# design 1

**Design 1: floorplan with the power grid**

Pins as bars on the die edge. Tap cells in gray.
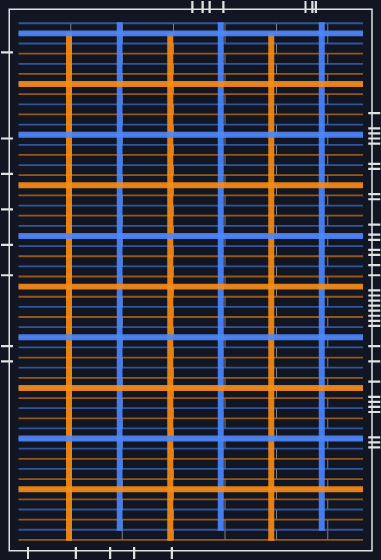

<file path="src/rtl/frame_pkg.sv">
// Shared definitions for the 16-bit framed channel link (transmit builder and frame detector).
package frame_pkg;

    localparam logic [31:0] HEADER   = 32'hE0E0E0E0;
    localparam logic [31:0] TRAILER  = 32'h0E0E0E0E;
    localparam logic [15:0] CRC_POLY = 16'h1021;
    localparam logic [15:0] CRC_INIT = 16'h0000;

    typedef enum logic [3:0] {
        StIdle,
        StLoad,
        StHdrHi,
        StHdrLo,
        StChan,
        StData,
        StCrc,
        StTrlHi,
        StTrlLo
    } tx_state_e;

endpackage

</file>
<file path="src/rtl/frame_crc16_step.sv">
// One 16-bit word of CRC-16/CCITT (MSB first), equivalent to 16 bit-serial shifts.
module frame_crc16_step
    import frame_pkg::*;
(
    input  logic [15:0] crc_i,
    input  logic [15:0] data_i,
    output logic [15:0] crc_o
);

    // Unrolled bit-serial LFSR over the word, most significant bit first.
    always_comb begin
        logic [15:0] c;
        logic        fb;
        c  = crc_i;
        fb = 1'b0;
        for (int i = 15; i >= 0; i--) begin
            fb = c[15] ^ data_i[i];
            c  = {c[14:0], 1'b0};
            if (fb) c = c ^ CRC_POLY;
        end
        crc_o = c;
    end

endmodule

</file>
<file path="src/rtl/frame_tx_builder.sv">
// Transmit-side frame builder: buffers 1..MAX_WORDS payload words, then emits
// HDR_HI, HDR_LO, CHAN, DATA x N, CRC, TRL_HI, TRL_LO back to back.
// Optional feature: define FRAME_TX_ERR_INJ_EN to add err_inj (inverts the CRC word of a frame).
module frame_tx_builder
    import frame_pkg::*;
#(
    parameter int unsigned MAX_WORDS = 8,
    parameter int unsigned LEN_W     = 4,
    parameter logic [15:0] IDLE_WORD = 16'h0000
) (
    input  logic             clk_in,
    input  logic             rst,
    input  logic             cfg_vld,
    output logic             cfg_rdy,
    input  logic [7:0]       cfg_chan,
    input  logic [LEN_W-1:0] cfg_len,
    output logic             cfg_err,
    input  logic             pld_vld,
    output logic             pld_rdy,
    input  logic [15:0]      pld_data,
    output logic [15:0]      data_out,
    output logic             data_out_vld,
    output logic             busy,
    output logic             frame_done
`ifdef FRAME_TX_ERR_INJ_EN
    ,
    input  logic             err_inj
`endif
);

    localparam int unsigned IDX_W = $clog2(MAX_WORDS);

    tx_state_e        state_q, state_d;
    logic [7:0]       chan_q, chan_d;
    logic [LEN_W-1:0] len_q, len_d;
    logic [LEN_W-1:0] cnt_q, cnt_d;
    logic [15:0]      crc_q, crc_d;
    logic             inj_q, inj_d;
    logic             err_q, err_d;
    logic [15:0]      dout_q;
    logic             vld_q, done_q;
    logic [15:0]      buf_q [MAX_WORDS];

    logic             cfg_hs, pld_hs, cfg_bad;
    logic [15:0]      crc_step, crc_word, out_word;
    logic             out_vld;
    logic [IDX_W-1:0] idx;

    // The output stage lags the state by one cycle, so the frame is still in flight while vld_q is set.
    assign busy    = (state_q != StIdle) | vld_q;
    assign cfg_rdy = ~rst & ~busy;
    assign pld_rdy = (state_q == StLoad);
    assign cfg_hs  = cfg_vld & cfg_rdy;
    assign pld_hs  = pld_vld & pld_rdy;
    assign cfg_bad = (cfg_len == '0) || (32'(cfg_len) > MAX_WORDS) || !$onehot(cfg_chan);
    assign idx     = cnt_q[IDX_W-1:0];

    assign cfg_err      = err_q;
    assign data_out     = dout_q;
    assign data_out_vld = vld_q;
    assign frame_done   = done_q;

`ifdef FRAME_TX_ERR_INJ_EN
    assign crc_word = inj_q ? ~crc_q : crc_q;
`else
    assign crc_word = crc_q;
`endif

    frame_crc16_step u_crc (
        .crc_i  (crc_q),
        .data_i (pld_data),
        .crc_o  (crc_step)
    );

    // Next-state: request validation, payload loading and emission sequencing.
    always_comb begin
        state_d = state_q;
        chan_d  = chan_q;
        len_d   = len_q;
        cnt_d   = cnt_q;
        crc_d   = crc_q;
        inj_d   = inj_q;
        err_d   = 1'b0;
        unique case (state_q)
            StIdle: begin
                if (cfg_hs) begin
                    if (cfg_bad) begin
                        err_d = 1'b1;
                    end else begin
                        chan_d  = cfg_chan;
                        len_d   = cfg_len;
                        cnt_d   = '0;
                        crc_d   = CRC_INIT;
`ifdef FRAME_TX_ERR_INJ_EN
                        inj_d   = err_inj;
`else
                        inj_d   = 1'b0;
`endif
                        state_d = StLoad;
                    end
                end
            end
            StLoad: begin
                if (pld_hs) begin
                    crc_d = crc_step;
                    cnt_d = cnt_q + LEN_W'(1);
                    if (cnt_q == len_q - LEN_W'(1)) begin
                        cnt_d   = '0;
                        state_d = StHdrHi;
                    end
                end
            end
            StHdrHi: state_d = StHdrLo;
            StHdrLo: state_d = StChan;
            StChan:  state_d = StData;
            StData: begin
                cnt_d = cnt_q + LEN_W'(1);
                if (cnt_q == len_q - LEN_W'(1)) state_d = StCrc;
            end
            StCrc:   state_d = StTrlHi;
            StTrlHi: state_d = StTrlLo;
            StTrlLo: state_d = StIdle;
            default: state_d = StIdle;
        endcase
    end

    // Word to place on the bus at the next edge for the current emission state.
    always_comb begin
        out_word = IDLE_WORD;
        out_vld  = 1'b1;
        unique case (state_q)
            StHdrHi: out_word = HEADER[31:16];
            StHdrLo: out_word = HEADER[15:0];
            StChan:  out_word = {8'h00, chan_q};
            StData:  out_word = buf_q[idx];
            StCrc:   out_word = crc_word;
            StTrlHi: out_word = TRAILER[31:16];
            StTrlLo: out_word = TRAILER[15:0];
            default: out_vld  = 1'b0;
        endcase
    end

    // Control state and registered outputs; reset aborts any frame in flight at once.
    always_ff @(posedge clk_in or posedge rst) begin
        if (rst) begin
            state_q <= StIdle;
            chan_q  <= '0;
            len_q   <= '0;
            cnt_q   <= '0;
            crc_q   <= CRC_INIT;
            inj_q   <= 1'b0;
            err_q   <= 1'b0;
            dout_q  <= IDLE_WORD;
            vld_q   <= 1'b0;
            done_q  <= 1'b0;
        end else begin
            state_q <= state_d;
            chan_q  <= chan_d;
            len_q   <= len_d;
            cnt_q   <= cnt_d;
            crc_q   <= crc_d;
            inj_q   <= inj_d;
            err_q   <= err_d;
            dout_q  <= out_word;
            vld_q   <= out_vld;
            done_q  <= (state_q == StTrlLo);
        end
    end

    // Payload buffer; contents only matter between LOAD and DATA, so it needs no reset.
    always_ff @(posedge clk_in) begin
        if (pld_hs) buf_q[idx] <= pld_data;
    end

endmodule
</file>
<file path="config.mk">
export PLATFORM = sky130hd
export DESIGN_NAME = frame_tx_builder
export DESIGN_NICKNAME = d
export VERILOG_FILES = /design/src/rtl/frame_pkg.sv /design/src/rtl/frame_crc16_step.sv /design/src/rtl/frame_tx_builder.sv
export SDC_FILE = /design/constraint.sdc
export NUM_CORES = 1
export LEC_CHECK = 0
export CAP_MARGIN = 0
export CORE_AREA = 2 2 95 143
export CTS_BUF_LIST = sky130_fd_sc_hd__clkbuf_4 sky130_fd_sc_hd__clkbuf_8
export DETAILED_ROUTE_END_ITERATION = 7
export DIE_AREA = 0 0 97 145
export PLACE_DENSITY_LB_ADDON = 0.25
export SETUP_SLACK_MARGIN = 0.1
export SLEW_MARGIN = 20
export SYNTH_ARGS = -nofsm -noshare
export SYNTH_HDL_FRONTEND = slang
export SYNTH_SLANG_ARGS = --single-unit
export TNS_END_PERCENT = 20
</file>
<file path="constraint.sdc">
create_clock -name clk_in -period 10.02 [get_ports clk_in]
set_input_delay 3.006 -clock clk_in [delete_from_list [all_inputs] [get_ports clk_in]]
set_output_delay 3.006 -clock clk_in [all_outputs]
set_load 0.02 [all_outputs]
</file>
# design 2

--- src/rtl/avr_gpio_pkg.sv ---
// Shared definitions for the AVR-style GPIO port: default I/O addresses and
// the register-select decode used by the bus interface.
package avr_gpio_pkg;

    localparam logic [5:0] DEF_PINX_ADR  = 6'h03;
    localparam logic [5:0] DEF_DDRX_ADR  = 6'h04;
    localparam logic [5:0] DEF_PORTX_ADR = 6'h05;
    localparam logic [5:0] DEF_PCMSK_ADR = 6'h06;

    typedef enum logic [2:0] {
        SEL_NONE,
        SEL_PIN,
        SEL_DDR,
        SEL_PORT,
        SEL_PCMSK
    } reg_sel_e;

    // Fixed priority only matters if two addresses are configured equal.
    function automatic reg_sel_e decode_adr(
        input logic [5:0] adr,
        input logic [5:0] pin_adr,
        input logic [5:0] ddr_adr,
        input logic [5:0] port_adr,
        input logic [5:0] pcmsk_adr
    );
        if (adr == pin_adr)        return SEL_PIN;
        else if (adr == ddr_adr)   return SEL_DDR;
        else if (adr == port_adr)  return SEL_PORT;
        else if (adr == pcmsk_adr) return SEL_PCMSK;
        else                       return SEL_NONE;
    endfunction

endpackage

--- src/rtl/avr_sync2.sv ---
// Two-stage synchronizer for asynchronous pad inputs; both stages clear on
// reset so that no spurious pin change is seen after release.
module avr_sync2 #(
    parameter int W = 8
) (
    input  logic         cp2,
    input  logic         ireset,
    input  logic [W-1:0] d,
    output logic [W-1:0] q
);

    logic [W-1:0] meta;

    always_ff @(posedge cp2 or posedge ireset) begin
        if (ireset) begin
            meta <= '0;
            q    <= '0;
        end else begin
            meta <= d;
            q    <= meta;
        end
    end

endmodule

--- src/rtl/avr_gpio_port.sv ---
// AVR-style 8-bit GPIO port: PINx/DDRx/PORTx/PCMSK on the core I/O bus,
// pad control outputs and a pin-change interrupt flag.
module avr_gpio_port
    import avr_gpio_pkg::*;
#(
    parameter logic [5:0] PINX_ADR  = DEF_PINX_ADR,
    parameter logic [5:0] DDRX_ADR  = DEF_DDRX_ADR,
    parameter logic [5:0] PORTX_ADR = DEF_PORTX_ADR,
    parameter logic [5:0] PCMSK_ADR = DEF_PCMSK_ADR
) (
    input  logic       cp2,
    input  logic       ireset,
    input  logic       cp2en,
    input  logic [5:0] adr,
    input  logic       iore,
    input  logic       iowe,
    input  logic [7:0] dbusin,
    output logic [7:0] dbusout,
    output logic       out_en,
    input  logic       pud,
    input  logic [7:0] pin_i,
    output logic [7:0] port_o,
    output logic [7:0] ddr_o,
    output logic [7:0] pue_o,
    output logic       pcif,
    input  logic       pcif_clr
);

    reg_sel_e   sel;
    logic [7:0] port_r;
    logic [7:0] ddr_r;
    logic [7:0] pcmsk_r;
    logic [7:0] pin_sync;
    logic [7:0] pin_prev;
    logic       pc_event;

    assign sel    = decode_adr(adr, PINX_ADR, DDRX_ADR, PORTX_ADR, PCMSK_ADR);
    assign out_en = iore & (sel != SEL_NONE);

    // Read mux is purely combinational, so a simultaneous write returns the
    // pre-write value and SBI/CBI need no wait states.
    always_comb begin
        dbusout = 8'h00;
        if (iore) begin
            case (sel)
                SEL_PIN:   dbusout = pin_sync;
                SEL_DDR:   dbusout = ddr_r;
                SEL_PORT:  dbusout = port_r;
                SEL_PCMSK: dbusout = pcmsk_r;
                default:   dbusout = 8'h00;
            endcase
        end
    end

    always_ff @(posedge cp2 or posedge ireset) begin
        if (ireset) begin
            port_r  <= 8'h00;
            ddr_r   <= 8'h00;
            pcmsk_r <= 8'h00;
        end else if (cp2en && iowe) begin
            case (sel)
                SEL_PIN:   port_r  <= port_r ^ dbusin;
                SEL_DDR:   ddr_r   <= dbusin;
                SEL_PORT:  port_r  <= dbusin;
                SEL_PCMSK: pcmsk_r <= dbusin;
                default:   ;
            endcase
        end
    end

    avr_sync2 #(.W(8)) u_sync (
        .cp2    (cp2),
        .ireset (ireset),
        .d      (pin_i),
        .q      (pin_sync)
    );

    assign pc_event = |((pin_sync ^ pin_prev) & pcmsk_r);

    // Edge detection and the flag run every cycle regardless of cp2en;
    // a new event beats a same-cycle acknowledge so no change is lost.
    always_ff @(posedge cp2 or posedge ireset) begin
        if (ireset) begin
            pin_prev <= 8'h00;
            pcif     <= 1'b0;
        end else begin
            pin_prev <= pin_sync;
            pcif     <= pc_event | (pcif & ~pcif_clr);
        end
    end

    assign port_o = port_r;
    assign ddr_o  = ddr_r;
    assign pue_o  = port_r & ~ddr_r & {8{~pud}};

endmodule

--- config.mk ---
export PLATFORM = sky130hd
export DESIGN_NAME = avr_gpio_port
export DESIGN_NICKNAME = d
export VERILOG_FILES = /design/src/rtl/avr_gpio_pkg.sv /design/src/rtl/avr_sync2.sv /design/src/rtl/avr_gpio_port.sv
export SDC_FILE = /design/constraint.sdc
export NUM_CORES = 1
export LEC_CHECK = 0
export ABC_CLOCK_PERIOD_IN_PS = 6010
export CORE_ASPECT_RATIO = 0.6
export CORE_MARGIN = 10
export CORE_UTILIZATION = 51
export DETAILED_ROUTE_END_ITERATION = 8
export GPL_TIMING_DRIVEN = 0
export PLACE_DENSITY = 0.9
export REMOVE_ABC_BUFFERS = 1
export SYNTH_ARGS = -nofsm -noshare
export SYNTH_HDL_FRONTEND = slang
export SYNTH_HIERARCHICAL = 1
export SYNTH_SLANG_ARGS = --single-unit
--- constraint.sdc ---
create_clock -name cp2 -period 6.01 [get_ports cp2]
set_input_delay 1.5025 -clock cp2 [delete_from_list [all_inputs] [get_ports cp2]]
set_output_delay 1.5025 -clock cp2 [all_outputs]
set_load 0.01 [all_outputs]
# design 3

==> config.mk <==
export PLATFORM = sky130hd
export DESIGN_NAME = sram_fifo_ctrl
export DESIGN_NICKNAME = d
export VERILOG_FILES = /design/src/rtl/sram_fifo_ctrl.sv
export SDC_FILE = /design/constraint.sdc
export NUM_CORES = 1
export LEC_CHECK = 0
export ABC_AREA = 1
export CAP_MARGIN = 20
export CORE_MARGIN = 2
export CORE_UTILIZATION = 50
export CTS_CLUSTER_SIZE = 25
export DETAILED_ROUTE_END_ITERATION = 8
export PLACE_DENSITY = 0.78
export SLEW_MARGIN = 10
export SYNTH_ARGS = -nofsm -noshare
export SYNTH_HDL_FRONTEND = slang
export SYNTH_SLANG_ARGS = --single-unit
==> constraint.sdc <==
create_clock -name clk -period 5.25 [get_ports clk]
set_clock_uncertainty 0.05 [all_clocks]
set_input_delay 1.05 -clock clk [delete_from_list [all_inputs] [get_ports clk]]
set_output_delay 1.05 -clock clk [all_outputs]
set_load 0.05 [all_outputs]
==> src/rtl/sram_fifo_ctrl.sv <==
// sram_fifo_ctrl
//   FIFO controller for a 1r1w SRAM macro (registered, negedge-evaluated
//   read). It owns the write/read pointers and the SRAM occupancy. A
//   2-entry output stage hides the one-cycle read latency, so the FIFO
//   sustains one push and one pop per cycle.
//
// Optional feature: define FIFO_LEVEL_EN to add the `count` port, which
//   reports the total number of entries held (SRAM + in flight + stage).
//
// Ports
//   clk, rst_n                 clock (shared with SRAM clk0/clk1); sync active-low reset
//   in_data/in_valid/in_ready  push side (valid/ready)
//   out_data/out_valid/out_ready pop side (valid/ready)
//   count                      entries held (FIFO_LEVEL_EN only)
//   sram_csb0/addr0/din0       SRAM write port
//   sram_csb1/addr1/dout1      SRAM read port
module sram_fifo_ctrl #(
  parameter int DATA_WIDTH = 8,
  parameter int ADDR_WIDTH = 10
) (
  input  logic                  clk,
  input  logic                  rst_n,
  input  logic [DATA_WIDTH-1:0] in_data,
  input  logic                  in_valid,
  output logic                  in_ready,
  output logic [DATA_WIDTH-1:0] out_data,
  output logic                  out_valid,
  input  logic                  out_ready,
`ifdef FIFO_LEVEL_EN
  output logic [ADDR_WIDTH:0]   count,
`endif
  output logic                  sram_csb0,
  output logic [ADDR_WIDTH-1:0] sram_addr0,
  output logic [DATA_WIDTH-1:0] sram_din0,
  output logic                  sram_csb1,
  output logic [ADDR_WIDTH-1:0] sram_addr1,
  input  logic [DATA_WIDTH-1:0] sram_dout1
);

  localparam logic [ADDR_WIDTH:0] FULL = {1'b1, {ADDR_WIDTH{1'b0}}};

  logic [ADDR_WIDTH-1:0] wr_ptr, rd_ptr;
  logic [ADDR_WIDTH:0]   sram_cnt;
  logic                  pend;
  logic [1:0]            ost_cnt;
  logic [DATA_WIDTH-1:0] ost0, ost1;   // ost0 is the head
  logic                  push, pop, issue;

  // in_ready looks only at registered state; a same-cycle read issue
  // does not free a slot until the next cycle.
  assign in_ready  = rst_n && (sram_cnt != FULL);
  assign push      = in_valid && in_ready;
  assign out_valid = (ost_cnt != 2'd0);
  assign out_data  = ost0;
  assign pop       = out_valid && out_ready;

  // Issue only if the stage still has room once this read and any read
  // already in flight land: ost_cnt + pend - pop < 2 (kept non-negative).
  assign issue = rst_n && (sram_cnt != '0) &&
                 (({1'b0, ost_cnt} + {2'b00, pend}) < (3'd2 + {2'b00, pop}));

  // Pointers only meet when the SRAM is empty or full, so a write and a
  // read can never target the same address in one cycle.
  assign sram_csb0  = !push;
  assign sram_addr0 = wr_ptr;
  assign sram_din0  = push ? in_data : '0;
  assign sram_csb1  = !issue;
  assign sram_addr1 = rd_ptr;

`ifdef FIFO_LEVEL_EN
  assign count = sram_cnt + {{ADDR_WIDTH{1'b0}}, pend} + {{(ADDR_WIDTH-1){1'b0}}, ost_cnt};
`endif

  always_ff @(posedge clk) begin
    if (!rst_n) begin
      wr_ptr   <= '0;
      rd_ptr   <= '0;
      sram_cnt <= '0;
      pend     <= 1'b0;
      ost_cnt  <= 2'd0;
      ost0     <= '0;
      ost1     <= '0;
    end else begin
      if (push)  wr_ptr <= wr_ptr + 1'b1;
      if (issue) rd_ptr <= rd_ptr + 1'b1;
      sram_cnt <= sram_cnt + {{ADDR_WIDTH{1'b0}}, push} - {{ADDR_WIDTH{1'b0}}, issue};
      pend     <= issue;
      ost_cnt  <= ost_cnt + {1'b0, pend} - {1'b0, pop};

      // Read data is valid only at the edge ending a pend cycle. The
      // captured word goes into the first free slot after this pop.
      unique case ({pop, pend})
        2'b10: ost0 <= ost1;
        2'b01: begin
          if (ost_cnt == 2'd0) ost0 <= sram_dout1;
          else                 ost1 <= sram_dout1;
        end
        2'b11: begin
          if (ost_cnt == 2'd1) ost0 <= sram_dout1;
          else begin
            ost0 <= ost1;
            ost1 <= sram_dout1;
          end
        end
        default: ;
      endcase
    end
  end

endmodule

**Design 1: cell placement**

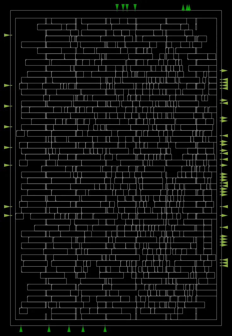
core occupancy in the finished layout: 0.7301
Core ar.: 12830 um^2
share of the final layout cell area in sequential cells: 0.5576
Taps Inserted: 159
count of placed standard cells in the final layout, fillers left out: 832

**Design 1: routed clock nets over the placement**

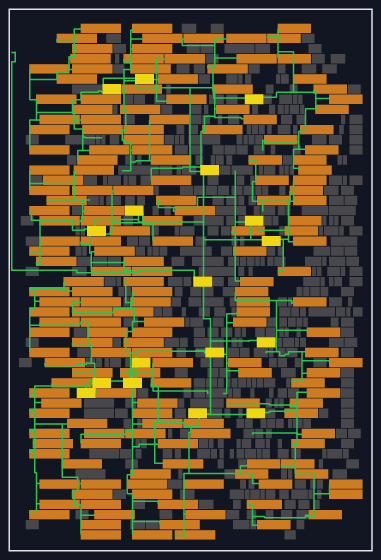
flip-flops -> orange  # count 183
clock drivers -> yellow  # count 17
clock wires -> green  # length 1850 um
flops lie = spread over the die
routed clock nets = 18

## Picture notes: 'floorplan with the power grid' of design 1
VSS -> orange
VDD -> blue
met5 straps = 10
met1 rails = 52

==> metrics.yaml, design 1 <==
run_status: "finished, final reports clean"
final.signal_buffer_count: 69
synth-warning-count: 0
layout.nonclk_buf_frac: 0.06948
worstReg2RegStart: "state_q[1]$_DFFE_PP0P_"
register_name_with_the_most_flops: "buf_q"
grt_pass1_wl_um: 29500
yosysCellCount: 603
grt_util_all_layers: 0.2731
clock-sinks: 183
nFlopsAndLatches: 183
critical_path.n_buffers_inverters: 2
cts.repair.resized: 0
cellLeakagePower_uw: 0.003493
grt_overflow_total: 0
internal-power_uw: 1779
aoi_share: 0.09623
post_route_cells_drive_above_1_share: 0.1382
top_cell_area_share: 0.4685
die_outline_height_um: 145
timing_worst_setup_path_type: "input pin to primary output"
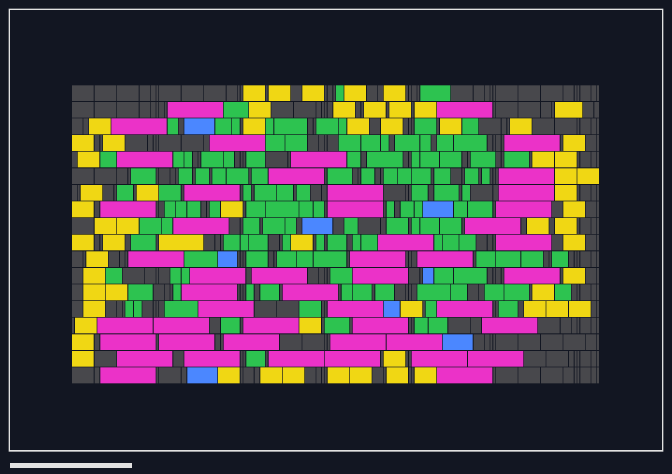
**Above:** design 2 (placed cells, one color a class).
Scale bar: 20 um. Fill, decap, tap and diode cells in gray.
remaining buffers and delay cells -> yellow  # cells 63
sequential cells -> magenta  # cells 49
combinational and other logic -> green  # cells 130
clock drivers and dummy loads -> blue  # cells 8

==> metrics.yaml, design 2 <==
run_status: "finished, final reports clean"
post_route_cells_drive_above_1_share: 0.1480
hp-start: "u_sync/meta[5]$_DFF_PP0_"
cell_kind_with_the_greatest_summed_area: "registers"
cts-hold-fix-buffers: 0
crit_path_cells: "dlymetal6s2s_1, nor2b_2, a22oi_1, o22a_1, nor2_1, clkdlybuf4s50_1"
maxCapViolCount: 0
synth_async_sr_flop_share: 1.000
clock-sinks: 49
powerComb_uw: 100
cts.repair.resized: 1
layout_top_cells: "61 x sky130_fd_sc_hd__clkdlybuf4s50_1, 49 x sky130_fd_sc_hd__dfrtp_1, 16 x sky130_fd_sc_hd__nor2_1, 10 x sky130_fd_sc_hd__nor3_1"
min_delay_worst_endpoint: "u_sync/q[5]$_DFF_PP0_"
synth_cell_type_count: 35
worst_r2r_endpoint: "pcif$_DFF_PP0_"
first_global_vias: 1951
final_cells: 310
cp_depth: 6
grt_overflow_total: 0
wl_met1_um: 2671
post-route-cell-area_um2: 3064
num-multi-input-gates: 126
reg2reg_depth: 4
crit_family: "buffers and inverters"
share_of_the_final_layout_cell_area_in_sequential_cells: 0.4002
cts.reportedPaths.clkPinSlew_ns: 0.08
finalClockPeriodUsage: 0.9281
cellLeakagePower_uw: 0.001294
num-clock-buffers: 5
n_all_inverters: 4
die_outline_height_um: 72.12
ys_top_cells_by_area: "sky130_fd_sc_hd__dfrtp_1 53%, sky130_fd_sc_hd__mux2_4 5.2%, sky130_fd_sc_hd__mux2_2 3.9%, sky130_fd_sc_hd__mux2i_1 3.5%, sky130_fd_sc_hd__o22a_1 3.0%"
worst_skew_pair.late_latency_ns: 0.31
routed-via-count: 1835
design.core.area_um2: 4234
power_per_cell_area_nw_per_um2: 216.4
grt_pass1_wl_um: 10330
multi_input_combinational_cell_area_um2: 1015
fin_worst_skew_ns: 0.007906
leading_post_synthesis_cells_by_instance_count: "49 x sky130_fd_sc_hd__dfrtp_1, 16 x sky130_fd_sc_hd__nor2_1, 10 x sky130_fd_sc_hd__nor3_1"
**Design 3: met2 routing**

Scale bar: 20 um.
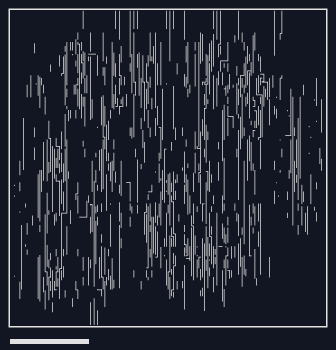
share of all routed wire = 47%
main direction = vertical
nets with wire on the layer = 403
total detailed-routing wirelength: 6015 um
vias after detailed routing: 2731

==> metrics.yaml, design 3 <==
simple_gate_share_of_the_synthesized_area: 0.2797
cts_tree: "yes"
run_status: "finished, final reports clean"
design.core.area_um2: 5574
final_max_slew_viol_count: 0
flip_flop_count_of_the_largest_register_all_copies_and_words_added: 11
sequential_cell_area_um2: 1001
flop_cell: "sky130_fd_sc_hd__dfxtp_1"
power_per_cell_area_nw_per_um2: 516.6
tritoncts.num_buffers: 5
placed_cells: 553
groute.layer.met3.usage: 0.03933
wl_met2_um: 2817
synth_chip_area_um2: 2922
unrepaired_setup_endpoints_after_global_routing: "no"
hpwl_after_detailed_placement_um: 4544
wl_met1_um: 2790

